# ---- flit_out_buffer ----
Fig. 1: flit_out_buffer, supply network
Scale bar: 50 um. Pins as bars on the die edge. Tap cells in gray.
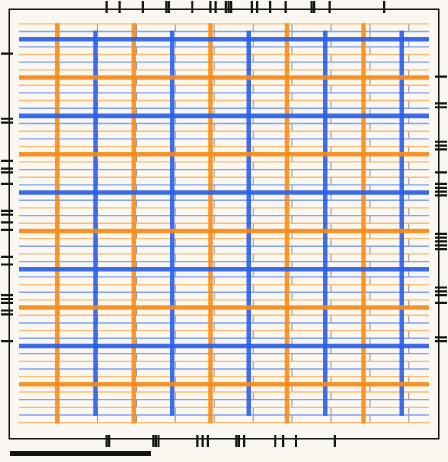

==> config.mk <==
export PLATFORM = sky130hd
export DESIGN_NAME = flit_out_buffer
export DESIGN_NICKNAME = d
export VERILOG_FILES = /design/src/rtl/flit_out_buffer_pkg.sv /design/src/rtl/flit_fifo_core.sv /design/src/rtl/flit_out_buffer.sv
export SDC_FILE = /design/constraint.sdc
export NUM_CORES = 1
export LEC_CHECK = 0
export CORE_MARGIN = 3
export CORE_UTILIZATION = 50
export CTS_BUF_LIST = sky130_fd_sc_hd__clkbuf_8
export CTS_CLUSTER_DIAMETER = 50
export DETAILED_ROUTE_END_ITERATION = 8
export PLACE_DENSITY = 0.74
export SYNTH_ARGS = -nofsm -noshare
export SYNTH_HDL_FRONTEND = slang
export SYNTH_SLANG_ARGS = --single-unit
==> constraint.sdc <==
create_clock -name clk -period 4.92 [get_ports clk]
set_clock_uncertainty 0.15 [all_clocks]
set_input_delay 0.984 -clock clk [delete_from_list [all_inputs] [get_ports clk]]
set_output_delay 0.984 -clock clk [all_outputs]
set_load 0.02 [all_outputs]
==> src/rtl/flit_out_buffer_pkg.sv <==
// Shared flit format: flit width, header field width and flit-type encodings
// used by every stage of the router datapath.
package flit_out_buffer_pkg;

    localparam int FLIT_SIZE  = 32;
    localparam int HEADER_LEN = 2;

    localparam logic [HEADER_LEN-1:0] BODY_FLIT   = 2'b00;
    localparam logic [HEADER_LEN-1:0] TAIL_FLIT   = 2'b01;
    localparam logic [HEADER_LEN-1:0] HEAD_FLIT   = 2'b10;
    localparam logic [HEADER_LEN-1:0] SINGLE_FLIT = 2'b11;

    function automatic logic [HEADER_LEN-1:0] flit_type(input logic [FLIT_SIZE-1:0] flit);
        return flit[FLIT_SIZE-1 -: HEADER_LEN];
    endfunction

    // A packet is complete once its tail (or its only flit) has been seen.
    function automatic logic is_pkt_end(input logic [FLIT_SIZE-1:0] flit);
        return (flit_type(flit) == TAIL_FLIT) || (flit_type(flit) == SINGLE_FLIT);
    endfunction

endpackage

==> src/rtl/flit_fifo_core.sv <==
// Generic DEPTH x WIDTH circular FIFO with registered occupancy count.
// Callers must not push when full or pop when empty.
module flit_fifo_core #(
    parameter int DEPTH = 8,
    parameter int WIDTH = 32
) (
    input  logic                       clk,
    input  logic                       rst,
    input  logic                       push,
    input  logic                       pop,
    input  logic [WIDTH-1:0]           din,
    output logic [WIDTH-1:0]           dout,
    output logic                       full,
    output logic                       empty,
    output logic [$clog2(DEPTH+1)-1:0] count
);

    localparam int AW = $clog2(DEPTH);
    localparam int CW = $clog2(DEPTH+1);

    logic [WIDTH-1:0] mem [DEPTH];
    logic [AW-1:0]    wr_ptr;
    logic [AW-1:0]    rd_ptr;

    // NOTE: the storage array is deliberately not reset; the pointers and
    // count alone define which entries are valid, and a reset RAM would
    // prevent mapping onto memory macros.
    always_ff @(posedge clk) begin
        if (push) mem[wr_ptr] <= din;
    end

    // NOTE: state registers use non-blocking assignments so every register
    // samples pre-edge values regardless of statement order.
    always_ff @(posedge clk) begin
        if (rst) begin
            wr_ptr <= '0;
            rd_ptr <= '0;
            count  <= '0;
        end else begin
            if (push) wr_ptr <= (wr_ptr == AW'(DEPTH-1)) ? '0 : wr_ptr + AW'(1);
            if (pop)  rd_ptr <= (rd_ptr == AW'(DEPTH-1)) ? '0 : rd_ptr + AW'(1);
            case ({push, pop})
                2'b10:   count <= count + CW'(1);
                2'b01:   count <= count - CW'(1);
                default: count <= count;
            endcase
        end
    end

    assign dout  = mem[rd_ptr];
    assign full  = (count == CW'(DEPTH));
    assign empty = (count == '0);

endmodule

==> src/rtl/flit_out_buffer.sv <==
// Packet-aware output FIFO behind the reductor: framing check, packet count,
// and optional store-and-forward release enabled by FLIT_OUT_BUF_SAF_EN.
module flit_out_buffer
    import flit_out_buffer_pkg::*;
#(
    parameter int DEPTH = 8
) (
    input  logic                       clk,
    input  logic                       rst,
    input  logic [FLIT_SIZE-1:0]       in,
    input  logic                       in_valid,
    output logic                       in_avail,
    output logic [FLIT_SIZE-1:0]       out,
    output logic                       out_valid,
    input  logic                       out_avail,
    output logic [$clog2(DEPTH+1)-1:0] pkt_cnt,
    output logic                       proto_err
);

    localparam int CW = $clog2(DEPTH+1);

    typedef enum logic {IDLE = 1'b0, IN_PKT = 1'b1} frame_state_t;

    frame_state_t          state;
    frame_state_t          state_nxt;
    logic                  push;
    logic                  pop;
    logic                  full;
    logic                  empty;
    logic                  frame_err;
    logic [CW-1:0]         count;
    logic                  unused_count;
    logic [HEADER_LEN-1:0] in_type;

    assign in_type      = flit_type(in);
    assign unused_count = ^count;

    flit_fifo_core #(.DEPTH(DEPTH), .WIDTH(FLIT_SIZE)) u_core (
        .clk   (clk),
        .rst   (rst),
        .push  (push),
        .pop   (pop),
        .din   (in),
        .dout  (out),
        .full  (full),
        .empty (empty),
        .count (count)
    );

    // Flow control comes from registered occupancy only.
    assign in_avail = ~full;
    assign push     = in_valid && in_avail;
    assign pop      = out_valid && out_avail;

`ifdef FLIT_OUT_BUF_SAF_EN
    // Set when a full buffer holds no complete packet and is forced into
    // cut-through; held until that oversize packet's tail leaves.
    logic draining;

    always_ff @(posedge clk) begin
        if (rst)                                draining <= 1'b0;
        else if (pop && is_pkt_end(out))        draining <= 1'b0;
        else if (full && (pkt_cnt == '0))       draining <= 1'b1;
    end

    assign out_valid = ~empty && ((pkt_cnt != '0) || full || draining);
`else
    assign out_valid = ~empty;
`endif

    always_ff @(posedge clk) begin
        if (rst) begin
            pkt_cnt <= '0;
        end else begin
            case ({push && is_pkt_end(in), pop && is_pkt_end(out)})
                2'b10:   pkt_cnt <= pkt_cnt + CW'(1);
                2'b01:   pkt_cnt <= pkt_cnt - CW'(1);
                default: pkt_cnt <= pkt_cnt;
            endcase
        end
    end

    always_ff @(posedge clk) begin
        if (rst) state <= IDLE;
        else     state <= state_nxt;
    end

    // NOTE: every always_comb output gets a default first so no path
    // leaves it unassigned and infers a latch.
    always_comb begin
        state_nxt = state;
        if (push) begin
            case (state)
                IDLE:    if (in_type == HEAD_FLIT) state_nxt = IN_PKT;
                IN_PKT:  if ((in_type == TAIL_FLIT) || (in_type == SINGLE_FLIT)) state_nxt = IDLE;
                default: state_nxt = IDLE;
            endcase
        end
    end

    always_comb begin
        frame_err = 1'b0;
        if (push) begin
            case (state)
                IDLE:    frame_err = (in_type == BODY_FLIT) || (in_type == TAIL_FLIT);
                IN_PKT:  frame_err = (in_type == HEAD_FLIT) || (in_type == SINGLE_FLIT);
                default: frame_err = 1'b0;
            endcase
        end
    end

    always_ff @(posedge clk) begin
        if (rst)            proto_err <= 1'b0;
        else if (frame_err) proto_err <= 1'b1;
    end

endmodule

# ---- dac_interpolator ----
[src/rtl/sd_pkg.sv]
// Shared definitions for the sigma-delta DAC interpolator: FSM state type
// and the offset-binary midscale helper.
package sd_pkg;

  typedef enum logic [1:0] {
    ST_IDLE = 2'd0,
    ST_RUN  = 2'd1,
    ST_HOLD = 2'd2
  } sd_state_e;

  // Midscale of an offset-binary word of the given width, i.e. 1 << (width-1).
  function automatic logic [31:0] midscale(input int unsigned width);
    return 32'd1 << (width - 1);
  endfunction

endpackage

[src/rtl/sd_sample_fifo.sv]
// Small sample FIFO feeding the interpolator; the head word is visible on
// pop_data without a read cycle so a pop can load a segment the same clock.
module sd_sample_fifo #(
  parameter int DATA_W     = 16,
  parameter int FIFO_DEPTH = 4
) (
  input  logic                          clk,
  input  logic                          rst,
  input  logic                          push,
  input  logic [DATA_W-1:0]             push_data,
  input  logic                          pop,
  output logic [DATA_W-1:0]             pop_data,
  output logic                          full,
  output logic                          empty,
  output logic [$clog2(FIFO_DEPTH):0]   count
);

  localparam int PTR_W = $clog2(FIFO_DEPTH);
  localparam int CNT_W = PTR_W + 1;

  logic [PTR_W-1:0]  wr_ptr_q, wr_ptr_d;
  logic [PTR_W-1:0]  rd_ptr_q, rd_ptr_d;
  logic [CNT_W-1:0]  count_q, count_d;
  logic [DATA_W-1:0] mem_q [FIFO_DEPTH];
  logic [DATA_W-1:0] mem_d [FIFO_DEPTH];
  logic              do_push;
  logic              do_pop;

  // Status comes from the registered count only, so a same-cycle push never
  // makes an empty FIFO poppable.
  assign full     = (count_q == CNT_W'(FIFO_DEPTH));
  assign empty    = (count_q == '0);
  assign count    = count_q;
  assign pop_data = mem_q[rd_ptr_q];
  assign do_push  = push && !full;
  assign do_pop   = pop && !empty;

  always_comb begin
    wr_ptr_d = wr_ptr_q + PTR_W'(do_push);
    rd_ptr_d = rd_ptr_q + PTR_W'(do_pop);
    count_d  = count_q + CNT_W'(do_push) - CNT_W'(do_pop);
  end

  for (genvar gi = 0; gi < FIFO_DEPTH; gi++) begin : g_entry
    always_comb begin
      mem_d[gi] = mem_q[gi];
      if (do_push && (wr_ptr_q == PTR_W'(gi))) begin
        mem_d[gi] = push_data;
      end
    end

    always_ff @(posedge clk) begin
      mem_q[gi] <= mem_d[gi];
    end
  end

  always_ff @(posedge clk) begin
    if (rst) begin
      wr_ptr_q <= '0;
      rd_ptr_q <= '0;
      count_q  <= '0;
    end else begin
      wr_ptr_q <= wr_ptr_d;
      rd_ptr_q <= rd_ptr_d;
      count_q  <= count_d;
    end
  end

endmodule

[src/rtl/dac_interpolator.sv]
// Linear-ramp interpolator: each FIFO sample ends a 2^OSR_LOG2-clock ramp
// from the previous sample, emitted as offset binary to a sigma-delta DAC.
module dac_interpolator
  import sd_pkg::*;
#(
  parameter int DATA_W     = 16,
  parameter int OSR_LOG2   = 6,
  parameter int FIFO_DEPTH = 4
) (
  input  logic              clk,
  input  logic              rst,
  input  logic [DATA_W-1:0] s_data,
  input  logic              s_valid,
  output logic              s_ready,
  output logic [DATA_W-1:0] dac_out,
  output logic              underrun,
  output logic              running
);

  localparam int                ACC_W = DATA_W + OSR_LOG2;
  localparam logic [DATA_W-1:0] MID   = DATA_W'(midscale(DATA_W));

  sd_state_e             state_q, state_d;
  logic [DATA_W-1:0]     prev_q, prev_d;
  logic [DATA_W-1:0]     cur_q, cur_d;
  logic [ACC_W-1:0]      acc_q, acc_d;
  logic [OSR_LOG2-1:0]   phase_q, phase_d;
  logic [DATA_W-1:0]     dac_out_q, dac_out_d;
  logic                  underrun_q, underrun_d;

  logic signed [DATA_W:0]  delta;
  logic [ACC_W-1:0]        delta_ext;
  logic                    fifo_full;
  logic                    fifo_empty;
  logic                    fifo_pop;
  logic [DATA_W-1:0]       fifo_data;
  logic [$clog2(FIFO_DEPTH):0] fifo_count_unused;

  assign s_ready  = !fifo_full && !rst;
  assign running  = (state_q == ST_RUN);
  assign dac_out  = dac_out_q;
  assign underrun = underrun_q;

  assign delta     = $signed({1'b0, cur_q}) - $signed({1'b0, prev_q});
  assign delta_ext = ACC_W'(delta);

  sd_sample_fifo #(
    .DATA_W     (DATA_W),
    .FIFO_DEPTH (FIFO_DEPTH)
  ) u_fifo (
    .clk       (clk),
    .rst       (rst),
    .push      (s_valid && s_ready),
    .push_data (s_data ^ MID),
    .pop       (fifo_pop),
    .pop_data  (fifo_data),
    .full      (fifo_full),
    .empty     (fifo_empty),
    .count     (fifo_count_unused)
  );

  always_comb begin
    state_d    = state_q;
    prev_d     = prev_q;
    cur_d      = cur_q;
    acc_d      = acc_q;
    phase_d    = phase_q;
    underrun_d = 1'b0;
    fifo_pop   = 1'b0;
    dac_out_d  = acc_q[ACC_W-1:OSR_LOG2];

    // A segment ends on the last phase; IDLE and HOLD start one whenever data waits.
    if ((state_q != ST_RUN) || (phase_q == '1)) begin
      if (!fifo_empty) begin
        fifo_pop = 1'b1;
        prev_d   = cur_q;
        cur_d    = fifo_data;
        acc_d    = {cur_q, {OSR_LOG2{1'b0}}};
        phase_d  = '0;
        state_d  = ST_RUN;
      end else if (state_q == ST_RUN) begin
        underrun_d = 1'b1;
        prev_d     = cur_q;
        acc_d      = {cur_q, {OSR_LOG2{1'b0}}};
        phase_d    = '0;
        state_d    = ST_HOLD;
      end
    end else begin
      acc_d   = acc_q + delta_ext;
      phase_d = phase_q + OSR_LOG2'(1);
    end
  end

  always_ff @(posedge clk) begin
    if (rst) begin
      state_q    <= ST_IDLE;
      prev_q     <= MID;
      cur_q      <= MID;
      acc_q      <= {MID, {OSR_LOG2{1'b0}}};
      phase_q    <= '0;
      dac_out_q  <= MID;
      underrun_q <= 1'b0;
    end else begin
      state_q    <= state_d;
      prev_q     <= prev_d;
      cur_q      <= cur_d;
      acc_q      <= acc_d;
      phase_q    <= phase_d;
      dac_out_q  <= dac_out_d;
      underrun_q <= underrun_d;
    end
  end

endmodule

[config.mk]
export PLATFORM = sky130hd
export DESIGN_NAME = dac_interpolator
export DESIGN_NICKNAME = d
export VERILOG_FILES = /design/src/rtl/sd_pkg.sv /design/src/rtl/sd_sample_fifo.sv /design/src/rtl/dac_interpolator.sv
export SDC_FILE = /design/constraint.sdc
export NUM_CORES = 1
export LEC_CHECK = 0
export ABC_CLOCK_PERIOD_IN_PS = 4600
export CAP_MARGIN = 20
export CORE_UTILIZATION = 30
export CTS_CLUSTER_SIZE = 28
export DETAILED_ROUTE_END_ITERATION = 6
export PLACE_DENSITY_LB_ADDON = 0.2
export SLEW_MARGIN = 20
export SYNTH_ARGS = -nofsm -noshare
export SYNTH_HDL_FRONTEND = slang
export SYNTH_SLANG_ARGS = --single-unit
export TNS_END_PERCENT = 100
[constraint.sdc]
create_clock -name clk -period 4.6 [get_ports clk]
set_clock_uncertainty 0.15 [all_clocks]
set_input_delay 1.15 -clock clk [delete_from_list [all_inputs] [get_ports clk]]
set_output_delay 1.15 -clock clk [all_outputs]
set_load 0.01 [all_outputs]
Fig. 2: flit_out_buffer, routing congestion map
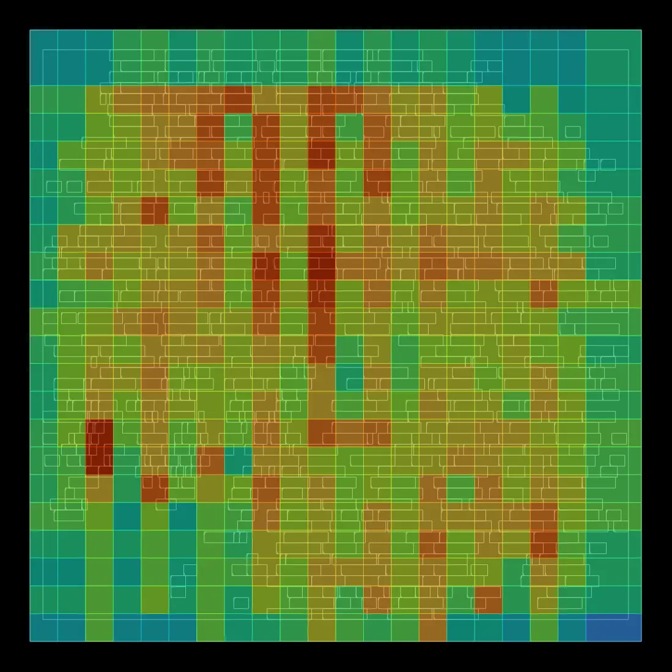
met3 global-route usage: 3.69%
share of the core filled with cells: 61.1%
gr busiest metal: met2
detail-routed net length per standard cell: 22.1 um

About Fig. 1:
blue -> VDD
orange -> VSS
rows = 52
met5 straps = 10
core area: 20,600 um^2
horizontal die dimension: 152 um
height of the die: 152 um

==> commit_impl_results.txt, flit_out_buffer <==
Add synthesis and place-and-route results

- Post-layout instance count excluding filler cells: between 800 and 900
* Distinct cell type count of the synthesized netlist: 36
- The filler cells instantiated in the layout total ~1,500.
- Number of buffers outside the clock class in the layout: ~89
- Dividing the detail-routed via count by the number of cells gives around 5.6.
- According to the floorplan report, the total die area is approximately 23,000 um^2.
- Of all the cell area in the finished design, the clock network holds 6.06%.
* Fraction of area in registers: approximately 64%
- The net count after synthesis is roughly 530.
* Register-to-register path setup slack: between 1 and 1.5 ns
- Path type of the worst min-delay path: flop to flop
- Total iterations of the first detailed-routing run: 4
* Postcts setup bufs: 0
* CTS Sinks: roughly 280
* Worst-case clock buffer depth: 3
- Share of Yosys cell area claimed by the top area cell type: 72.3%
- Most numerous cell in the Yosys netlist: sky130_fd_sc_hd__edfxtp_1
* Number of buffers created by CTS: 44
- Critical path's slowest cell: sky130_fd_sc_hd__dfxtp_4
* Final layout net count: approximately 640
- The OpenROAD report gives the critical path a data arrival time of slightly below 3 ns.
- Cell depth of the worst hold path: 2
- Ant diodes: 0
- Cell class with the largest area share: sequential cells
* Post-cts resize count: 0
* Hold path startpoint: u_core.rd_ptr[1]$_SDFFE_PP0N_
- The worst setup path is of the flop to output pin kind.
* Status: finished clean
- ~190 cells are multi-input combinational gates.
- Top achievable clock speed: ~240 MHz
* Number of ordinary inverters in the final layout: 2
* Worst slack at placement: around 1.3 ns
- Count of unresolved DRC violations after routing: 0
- Post-synthesis chip area from yosys: between 10,000 and 15,000 um^2
- Among all stages on the critical path, the maximum delay recorded is between 0.6 and 0.7 ns.
- The first global-routing pass estimated 30,200 um of wire.
* Sequential cell count of the final layout: approximately 280
- The report lists the number of standard-cell rows as around 52.
==> flit_out_buffer: sequential cells by signal, summed over array words and instances (netlist names), named ones only <==
| name | flops |
|---|---|
| proto_err | 1 |
| u_core.count | 4 |
| u_core.rd_ptr | 3 |
| u_core.mem | 256 |
| u_core.wr_ptr | 3 |
| pkt_cnt | 4 |
| state | 1 |
==> flit_out_buffer: kinds of logic after synthesis <==
| kind of cell | share of synthesized area (%) |
|---|---|
| muxes | 17.4 |
| adders and majority gates | 1.18 |
| xor gates and xnor gates | 0.577 |
| DFF | 75.9 |
| and+or+nand+nor | 2.46 |
| buffers and inverters | 1.22 |
| AOI/OAI and AO/OA | 1.20 |
==> flit_out_buffer: layer usage <==
| layer | part of all wire, % | global-route usage (%) |
|---|---|---|
| met5 | 0 | 0 |
| met4 | 1.5 | 5.08 |
| met1 | 40 | 24.2 |
| met3 | 7.1 | 3.69 |
| met2 | 52 | 29.6 |
Fig. 3: dac_interpolator, routing congestion map
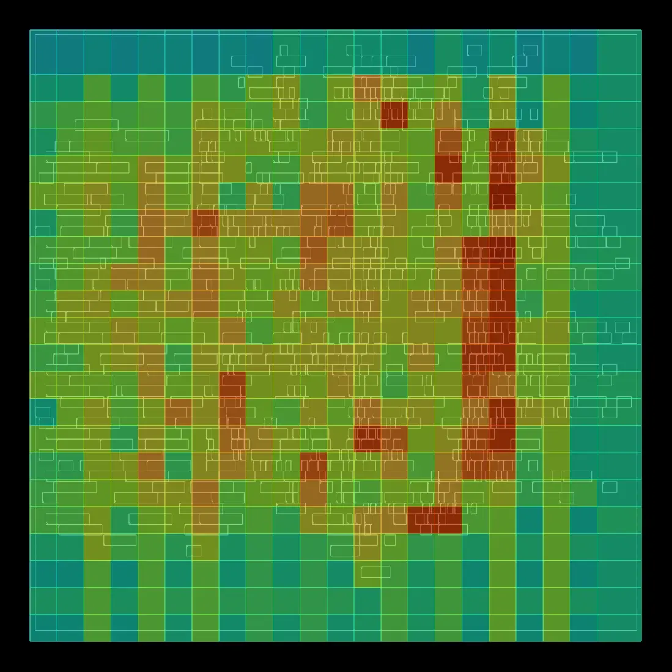
detail-routed net length per standard cell: 15.1 um
met1 layer usage reported by global route: 17.5%
share of the core filled with cells: 36.3%
met3 global-route usage: 3.57%

==> commit_impl_results.txt, dac_interpolator <==
Add synthesis and place-and-route results

* Status: finished clean
* Horizontal die dimension: roughly 160 um
- Final routed wirelength across all metal layers: approximately 16,000 um
* Number of ordinary inverters in the final layout: 33
- Counting every net in the synthesized netlist gives ~750.
- The worst setup path is captured at a flop.
- Of the cells placed in the final design, the portion with a size suffix greater than 1 is 11.6%.
* Yosys synthesis warning count: 0
- Leading post-synthesis cells by instance count: 99 x sky130_fd_sc_hd__nand2_1, 86 x sky130_fd_sc_hd__dfxtp_1, 64 x sky130_fd_sc_hd__edfxtp_1
- Height of the die: about 160 um
* Post-synthesis chip area from yosys: about 7000 um^2
* Post-route antenna net violation count: 0
- Clock buffers in the final layout number 17.
- Share of Yosys cell area claimed by the top area cell type: a little over a quarter
- Count of multi-input gates: about 470
- Once placement finished, the instance area stood at ~8000 um^2.
* # Cells Yosys: just under 700
- Placer Congestion: about 0.9
- Critical path's slowest cell: sky130_fd_sc_hd__or4b_2
- The cell-mix breakdown from Yosys lists the XOR/XNOR area share as between 3 and 4%.
- Path type of the worst min-delay path: flop to flop
- Top achievable clock speed: 225 MHz
- Number of cells in the design after placement: about 1,000
dac_interpolator: per-layer routing:
layer | routed length, um | track usage, % | part of all wire [%]
met1 | 7470 | 17.5 | 47
met3 | 673 | 3.57 | 4.2
met5 | 0 | 0 | 0
met2 | 7610 | 23.0 | 48
met4 | 173 | 4.01 | 1.1
dac_interpolator: flip-flops by register name (all words and copies together) (netlist names), 3 cells and up:
signal,count
acc_q,22
cur_q,16
dac_out,16
phase_q,6
prev_q,16
u_fifo.count,3
u_fifo.mem_q,64
dac_interpolator: repair_timing:
action / CTS / global route
setup buffers: 0 / 5
gates resized: 0 / 14
endpoints found under the setup margin: 0 / 4

# ---- stage_sequencer_flat ----
Fig. 4: stage_sequencer_flat, routing congestion map
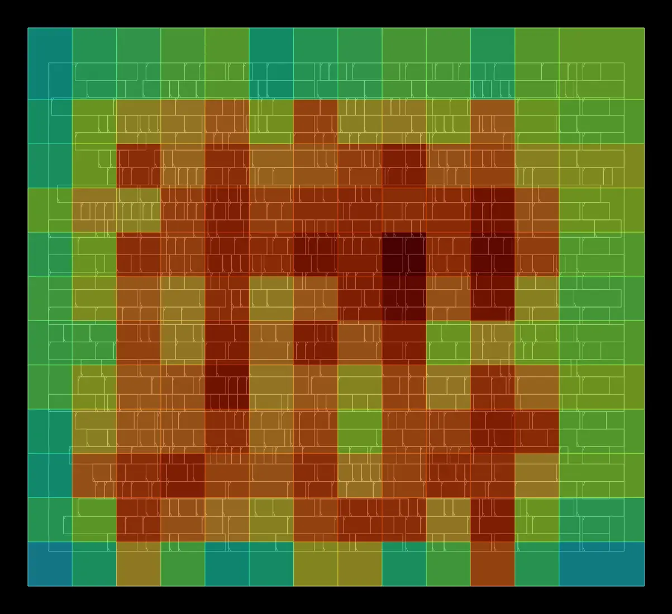
Fig. 5: stage_sequencer_flat, layout detail
Region (60, 9) to (85, 34) um. Cells in gray, sequential cells in the stronger gray; small squares are vias.
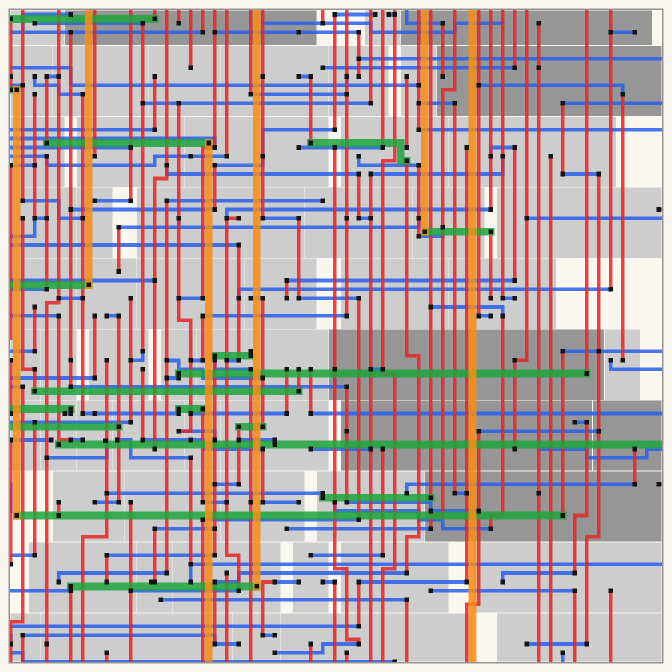
`src/rtl/stage_sequencer_pkg.sv`:
```
// Shared stage encodings and enable decode for the multicycle sequencer.
package stage_sequencer_pkg;

  localparam int STAGE_W = 3;
  localparam int WAIT_W  = 8;

  typedef enum logic [STAGE_W-1:0] {
    S_IDLE      = 3'd0,
    S_FETCH     = 3'd1,
    S_DECODE    = 3'd2,
    S_EXECUTE   = 3'd3,
    S_MEMORY    = 3'd4,
    S_WRITEBACK = 3'd5,
    S_ERROR     = 3'd6
  } state_t;

  typedef struct packed {
    logic fetch;
    logic decode;
    logic exec;
    logic mem;
    logic wb;
  } enables_t;

  // One-hot stage enable for the five working states; everything else is quiet.
  function automatic enables_t stage_enables(state_t s);
    enables_t en;
    en = '0;
    case (s)
      S_FETCH:     en.fetch  = 1'b1;
      S_DECODE:    en.decode = 1'b1;
      S_EXECUTE:   en.exec   = 1'b1;
      S_MEMORY:    en.mem    = 1'b1;
      S_WRITEBACK: en.wb     = 1'b1;
      default:     en        = '0;
    endcase
    return en;
  endfunction

endpackage

```
`src/rtl/stage_sequencer_if.sv`:
```
// Handshake and stage-enable bundle between the sequencer and the datapath.
interface stage_sequencer_if #(
  parameter int CNT_W = 32
);
  import stage_sequencer_pkg::*;

  logic               start;
  logic               halt_req;
  logic               imem_ready;
  logic               mem_read;
  logic               mem_write;
  logic               mem_ready;
  logic               fetch_en;
  logic               decode_en;
  logic               exec_en;
  logic               mem_en;
  logic               mem_req;
  logic               wb_en;
  logic               pc_write;
  logic               busy;
  logic               mem_timeout;
  logic [STAGE_W-1:0] stage;
  logic [CNT_W-1:0]   retired_count;

  modport master (
    input  start, halt_req, imem_ready, mem_read, mem_write, mem_ready,
    output fetch_en, decode_en, exec_en, mem_en, mem_req, wb_en, pc_write,
           busy, mem_timeout, stage, retired_count
  );

  modport slave (
    output start, halt_req, imem_ready, mem_read, mem_write, mem_ready,
    input  fetch_en, decode_en, exec_en, mem_en, mem_req, wb_en, pc_write,
           busy, mem_timeout, stage, retired_count
  );

endinterface

```
`src/rtl/stage_sequencer_wait_timer.sv`:
```
// Counts MEMORY wait cycles; expired flags the last cycle allowed before a fault.
module stage_sequencer_wait_timer
  import stage_sequencer_pkg::*;
#(
  parameter int MEM_TIMEOUT = 15
) (
  input  logic clk,
  input  logic reset,
  input  logic clear,
  input  logic inc,
  output logic expired
);

  localparam logic [WAIT_W-1:0] LAST = WAIT_W'(MEM_TIMEOUT - 1);

  logic [WAIT_W-1:0] count;

  // Wait counter: clear has priority over increment.
  always_ff @(posedge clk or negedge reset) begin
    if (!reset) begin
      count <= '0;
    end else if (clear) begin
      count <= '0;
    end else if (inc) begin
      count <= count + 1'b1;
    end
  end

  assign expired = (count == LAST);

endmodule

```
`src/rtl/stage_sequencer.sv`:
```
// Multicycle stage sequencer: one-hot stage enables, memory wait/timeout,
// halt latch and retired-instruction counter.
module stage_sequencer
  import stage_sequencer_pkg::*;
#(
  parameter int CNT_W       = 32,
  parameter int MEM_TIMEOUT = 15
) (
  input  logic             clk,
  input  logic             reset,
  stage_sequencer_if.master bus
);

  state_t           state;
  state_t           nxt_state;
  logic             mem_op;
  logic             nxt_op;
  logic             halt_pending;
  logic             halt_set;
  logic             timeout_hit;
  logic             retire;
  logic             expired;
  logic             wait_clear;
  logic             wait_inc;
  enables_t         en_q;
  logic             mem_req;
  logic             busy;
  logic             mem_timeout;
  logic [CNT_W-1:0] retired_count;

  assign wait_clear = (state == S_EXECUTE);
  assign wait_inc   = (state == S_MEMORY) && mem_op && !bus.mem_ready && !expired;

  stage_sequencer_wait_timer #(
    .MEM_TIMEOUT(MEM_TIMEOUT)
  ) u_wait_timer (
    .clk     (clk),
    .reset   (reset),
    .clear   (wait_clear),
    .inc     (wait_inc),
    .expired (expired)
  );

  // Next-state, memory-op latch value, fault and retire decisions.
  always_comb begin
    nxt_state   = state;
    nxt_op      = mem_op;
    timeout_hit = 1'b0;
    retire      = 1'b0;
    case (state)
      S_IDLE:      if (bus.start) nxt_state = S_FETCH;
      S_FETCH:     if (bus.imem_ready) nxt_state = S_DECODE;
      S_DECODE: begin
        nxt_state = S_EXECUTE;
        nxt_op    = bus.mem_read | bus.mem_write;
      end
      S_EXECUTE:   nxt_state = S_MEMORY;
      S_MEMORY: begin
        // ready wins over expiry in the same cycle
        if (!mem_op || bus.mem_ready) begin
          nxt_state = S_WRITEBACK;
        end else if (expired) begin
          nxt_state   = S_ERROR;
          timeout_hit = 1'b1;
        end
      end
      S_WRITEBACK: begin
        retire    = 1'b1;
        nxt_state = halt_pending ? S_IDLE : S_FETCH;
      end
      S_ERROR:     nxt_state = S_ERROR;
      default:     nxt_state = bus.start ? S_FETCH : S_IDLE;
    endcase
  end

  // A halt request only counts once an instruction is in flight or starting.
  assign halt_set = bus.halt_req &&
                    (((state != S_IDLE) && (state != S_ERROR)) ||
                     ((state == S_IDLE) && bus.start));

  // State, latches and registered Moore outputs decoded from the next state.
  always_ff @(posedge clk or negedge reset) begin
    if (!reset) begin
      state         <= S_IDLE;
      mem_op        <= 1'b0;
      halt_pending  <= 1'b0;
      en_q          <= '0;
      mem_req       <= 1'b0;
      busy          <= 1'b0;
      mem_timeout   <= 1'b0;
      retired_count <= '0;
    end else begin
      state   <= nxt_state;
      mem_op  <= nxt_op;
      en_q    <= stage_enables(nxt_state);
      mem_req <= (nxt_state == S_MEMORY) && nxt_op;
      busy    <= (nxt_state != S_IDLE) && (nxt_state != S_ERROR);
      if (timeout_hit) mem_timeout <= 1'b1;
      if (retire) retired_count <= retired_count + 1'b1;
      if (nxt_state == S_IDLE) begin
        halt_pending <= 1'b0;
      end else if (halt_set) begin
        halt_pending <= 1'b1;
      end
    end
  end

  assign bus.fetch_en      = en_q.fetch;
  assign bus.decode_en     = en_q.decode;
  assign bus.exec_en       = en_q.exec;
  assign bus.mem_en        = en_q.mem;
  assign bus.wb_en         = en_q.wb;
  assign bus.pc_write      = en_q.wb;
  assign bus.mem_req       = mem_req;
  assign bus.busy          = busy;
  assign bus.mem_timeout   = mem_timeout;
  assign bus.stage         = state;
  assign bus.retired_count = retired_count;

endmodule

```
`src/flat_wrapper.sv`:
```
// flat-port wrapper written by rule: the top's interface ports become plain ports
module stage_sequencer_flat import stage_sequencer_pkg::*;
#(
  parameter int CNT_W       = 32,
  parameter int MEM_TIMEOUT = 15
)
  (clk, reset, bus_start, bus_halt_req, bus_imem_ready, bus_mem_read, bus_mem_write, bus_mem_ready, bus_fetch_en, bus_decode_en, bus_exec_en, bus_mem_en, bus_mem_req, bus_wb_en, bus_pc_write, bus_busy, bus_mem_timeout, bus_stage, bus_retired_count);
  stage_sequencer_if #(.CNT_W(CNT_W)) bus_i ();
  input  logic clk;
  input  logic reset;
  input wire logic [$bits(bus_i.start)-1:0] bus_start;
  input wire logic [$bits(bus_i.halt_req)-1:0] bus_halt_req;
  input wire logic [$bits(bus_i.imem_ready)-1:0] bus_imem_ready;
  input wire logic [$bits(bus_i.mem_read)-1:0] bus_mem_read;
  input wire logic [$bits(bus_i.mem_write)-1:0] bus_mem_write;
  input wire logic [$bits(bus_i.mem_ready)-1:0] bus_mem_ready;
  output wire logic [$bits(bus_i.fetch_en)-1:0] bus_fetch_en;
  output wire logic [$bits(bus_i.decode_en)-1:0] bus_decode_en;
  output wire logic [$bits(bus_i.exec_en)-1:0] bus_exec_en;
  output wire logic [$bits(bus_i.mem_en)-1:0] bus_mem_en;
  output wire logic [$bits(bus_i.mem_req)-1:0] bus_mem_req;
  output wire logic [$bits(bus_i.wb_en)-1:0] bus_wb_en;
  output wire logic [$bits(bus_i.pc_write)-1:0] bus_pc_write;
  output wire logic [$bits(bus_i.busy)-1:0] bus_busy;
  output wire logic [$bits(bus_i.mem_timeout)-1:0] bus_mem_timeout;
  output wire logic [$bits(bus_i.stage)-1:0] bus_stage;
  output wire logic [$bits(bus_i.retired_count)-1:0] bus_retired_count;
  assign bus_i.start = bus_start;
  assign bus_i.halt_req = bus_halt_req;
  assign bus_i.imem_ready = bus_imem_ready;
  assign bus_i.mem_read = bus_mem_read;
  assign bus_i.mem_write = bus_mem_write;
  assign bus_i.mem_ready = bus_mem_ready;
  assign bus_fetch_en = bus_i.fetch_en;
  assign bus_decode_en = bus_i.decode_en;
  assign bus_exec_en = bus_i.exec_en;
  assign bus_mem_en = bus_i.mem_en;
  assign bus_mem_req = bus_i.mem_req;
  assign bus_wb_en = bus_i.wb_en;
  assign bus_pc_write = bus_i.pc_write;
  assign bus_busy = bus_i.busy;
  assign bus_mem_timeout = bus_i.mem_timeout;
  assign bus_stage = bus_i.stage;
  assign bus_retired_count = bus_i.retired_count;
  stage_sequencer #(.CNT_W(CNT_W), .MEM_TIMEOUT(MEM_TIMEOUT)) u_core (.clk(clk), .reset(reset), .bus(bus_i));
endmodule
```
`config.mk`:
```
export PLATFORM = sky130hd
export DESIGN_NAME = stage_sequencer_flat
export DESIGN_NICKNAME = d
export VERILOG_FILES = /design/src/rtl/stage_sequencer_pkg.sv /design/src/rtl/stage_sequencer_if.sv /design/src/rtl/stage_sequencer_wait_timer.sv /design/src/rtl/stage_sequencer.sv /design/src/flat_wrapper.sv
export SDC_FILE = /design/constraint.sdc
export NUM_CORES = 1
export LEC_CHECK = 0
export ABC_AREA = 1
export CAP_MARGIN = 25
export CORE_ASPECT_RATIO = 0.9
export CORE_MARGIN = 3
export CORE_UTILIZATION = 40
export DETAILED_ROUTE_END_ITERATION = 6
export MAX_ROUTING_LAYER = met4
export PLACE_DENSITY = 0.66
export SETUP_SLACK_MARGIN = 0.5
export SLEW_MARGIN = 15
export SYNTH_ARGS = -nofsm -noshare
export SYNTH_HDL_FRONTEND = slang
export SYNTH_SLANG_ARGS = --single-unit
```
`constraint.sdc`:
```
create_clock -name clk -period 1.3 [get_ports clk]
set_input_delay 0.26 -clock clk [delete_from_list [all_inputs] [get_ports clk]]
set_output_delay 0.26 -clock clk [all_outputs]
set_load 0.05 [all_outputs]
```
==> commit_impl_results.txt <==
Add synthesis and place-and-route results

* Status: finished, violations left
- The checks that failed: setup timing.
- In the synthesis report, Yosys lists the chip area as approximately 2900 um^2.
- Listed in order, past its start point the critical path passes nand2_2 > nor2_2 > nand2_2 > nor2_1 > nand2_1 > nand2_1 > nand2_1 > nand2_1 > nand2_1.
- P_sw: 3.18 mW
- Clock power share: between 10% and 20%
- Per the post-place timing report, worst setup slack is -0.244 ns.
* Number of cells in the design after placement: 599
* Crit path buf inv count: 0
- The worst register-to-register path ends at u_core.bus.retired_count[18]$_DFFE_PN0N_.
- Per the timing report, the biggest fanout along the worst path comes to 3.
- In this run the clock root is driven by a sky130_fd_sc_hd__clkbuf_8.
* Number of buffers created by CTS: 5
- Switching portion of total power: 40.5%
* Height of the die: between 80 and 90 um
- Per the cell usage report, the commonest logic cells after layout are 101 x sky130_fd_sc_hd__nand2_1, 74 x sky130_fd_sc_hd__buf_4, 59 x sky130_fd_sc_hd__buf_6.
* Beginning of the worst register-to-register path: u_core.bus.retired_count[8]$_DFFE_PN0N_
* Largest combinational cell category by area: simple AND/OR/NAND/NOR gates
* Half-perimeter wire length after placement: about 6200 um
- For reference, compound AND-OR and OR-AND cells occupy 3.94% of the area reported after synthesis.
- Post-route antenna net violation count: 0
- Drt first-iter violations: roughly 310
- The worst setup path is of the flop to flop kind.
- Of the post-synthesis cell area, the part taken by muxes is 0%.
* Starting density of the core: 42.7%
- Leakage dissipation: between 2 and 3 nW
- Area of the die: about 8400 um^2
- Final worst slack: -0.338 ns
* Leading cell type in the layout, fill and taps excluded: sky130_fd_sc_hd__nand2_1
* Cell count after synthesis: approximately 390
- The post-synth count of flops with an enable pin is 0.
* Endpoint kind of the worst setup timing path: flop
* Final setup violation count: approximately 65
- Summed negative setup slack over all endpoints: -10.15 ns
- Path type of the worst min-delay path: input port to async pin
- Layout cell share with drive strength beyond 1: 62.3%
* Post-CTS Hold Buffers: 1
- Distinct cell type count of the synthesized netlist: 26
- Total iterations of the first detailed-routing run: 5
- Sequential area share after synthesis: a little under half
- Total standard cell area after synthesis: around 2900 um^2
* Post-layout instance count excluding filler cells: about 670
Notes on Fig. 4 above:
GRT Util Overall: 27.5%
met3 global-route usage: 3.37%

Notes on Fig. 5 above:
red -> M2
orange -> M4
green -> M3
blue -> M1
most frequent = buf_4 (8), buf_6 (8), buf_12 (5)
sequential cells in the window = 4
cells with their middle in the window = 55

routing by layer:
layer	vias to the layer above	share of wire, %	track usage (%)
met2	277	50	46.5
met4	0	4.7	8.66
met5	-	0	-
met3	84	8.3	3.37
li1	1590	-	-
met1	1853	37	34.2
through the flow:
step | instance area [um^2] | power, mW | hold slack, ns
global route | 6010 | 8.16 | 0.522
floorplan | 3100 | 3.52 | -0.0356
CTS | 5600 | 6.93 | 0.481
detailed placement | 4700 | 4.94 | 0.280
global placement | 4700 | 4.90 | 0.279
finish | 6010 | 7.85 | 0.488
layout make-up:
cell class              count  area share [%]
clock inverters             1           0.499
multi-input cells         289            32.3
repair buffers            190            37.8
repair inverters            1           0.125
inverters                  42            2.89
clock buffers               7            1.44
flip-flops and latches     53            23.0
well taps                  90            1.87
power by group through the flow:
stage	Sequential (mW)	Combinational [mW]	Clock, mW
global route	2.29	4.59	1.28
global placement	2.19	2.71	0
floorplan	2.75	0.769	0
detailed placement	2.20	2.74	0
finish	2.26	4.39	1.20
CTS	2.22	3.53	1.18


==> gallery <==
Metal 4.
Plate I
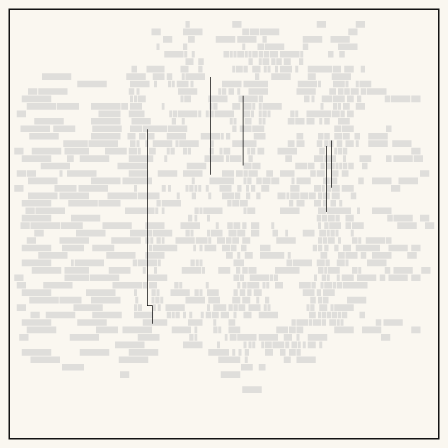
Plate II
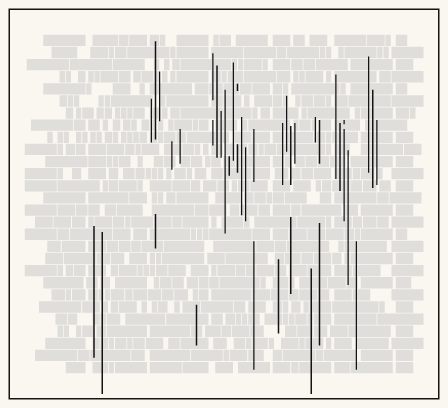
Plate III
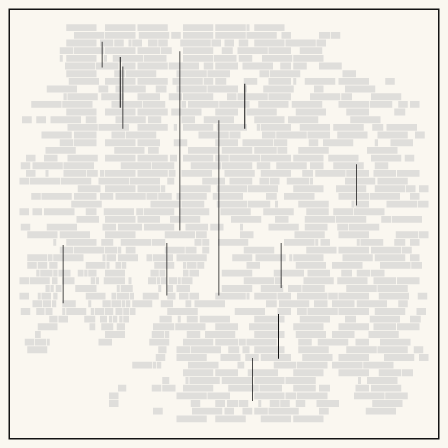
| from | picture |
|---|---|
| stage_sequencer_flat | Plate II |
| flit_out_buffer | Plate III |
| dac_interpolator | Plate I |

Key to Plate III:
wire length on this layer = 288 um
main direction = vertical
share of all routed wire = 1.5%
nets with wire on the layer = 7


==> screenshots <==
Routed metal, one color a layer.
Two of the layers only.
image #1
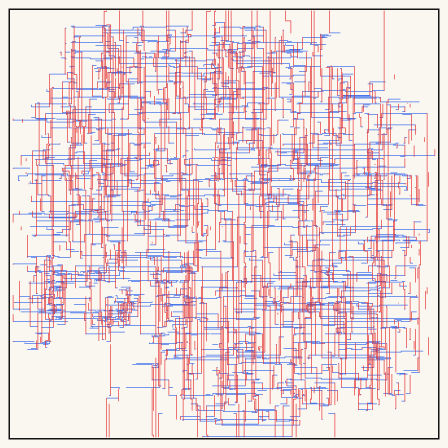
image #2
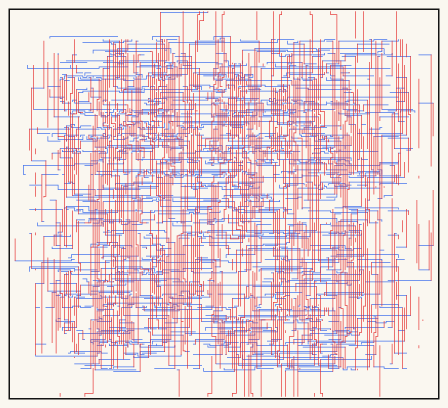
image #3
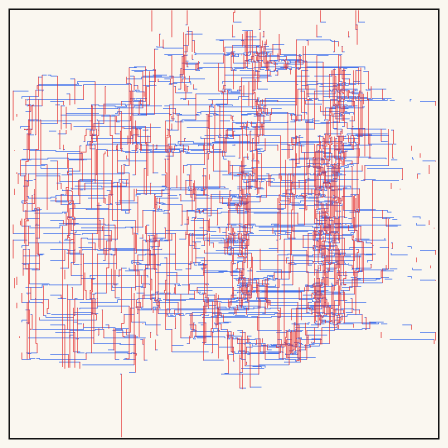
Of these, most wire: image #1
stage_sequencer_flat: image #2
dac_interpolator: image #3
flit_out_buffer: image #1

Key to image #2:
red -> M2  # wire length 6,960 um
blue -> M1  # wire length 5,100 um

Power figures rest on the tool's default switching activity, not on a simulated workload.
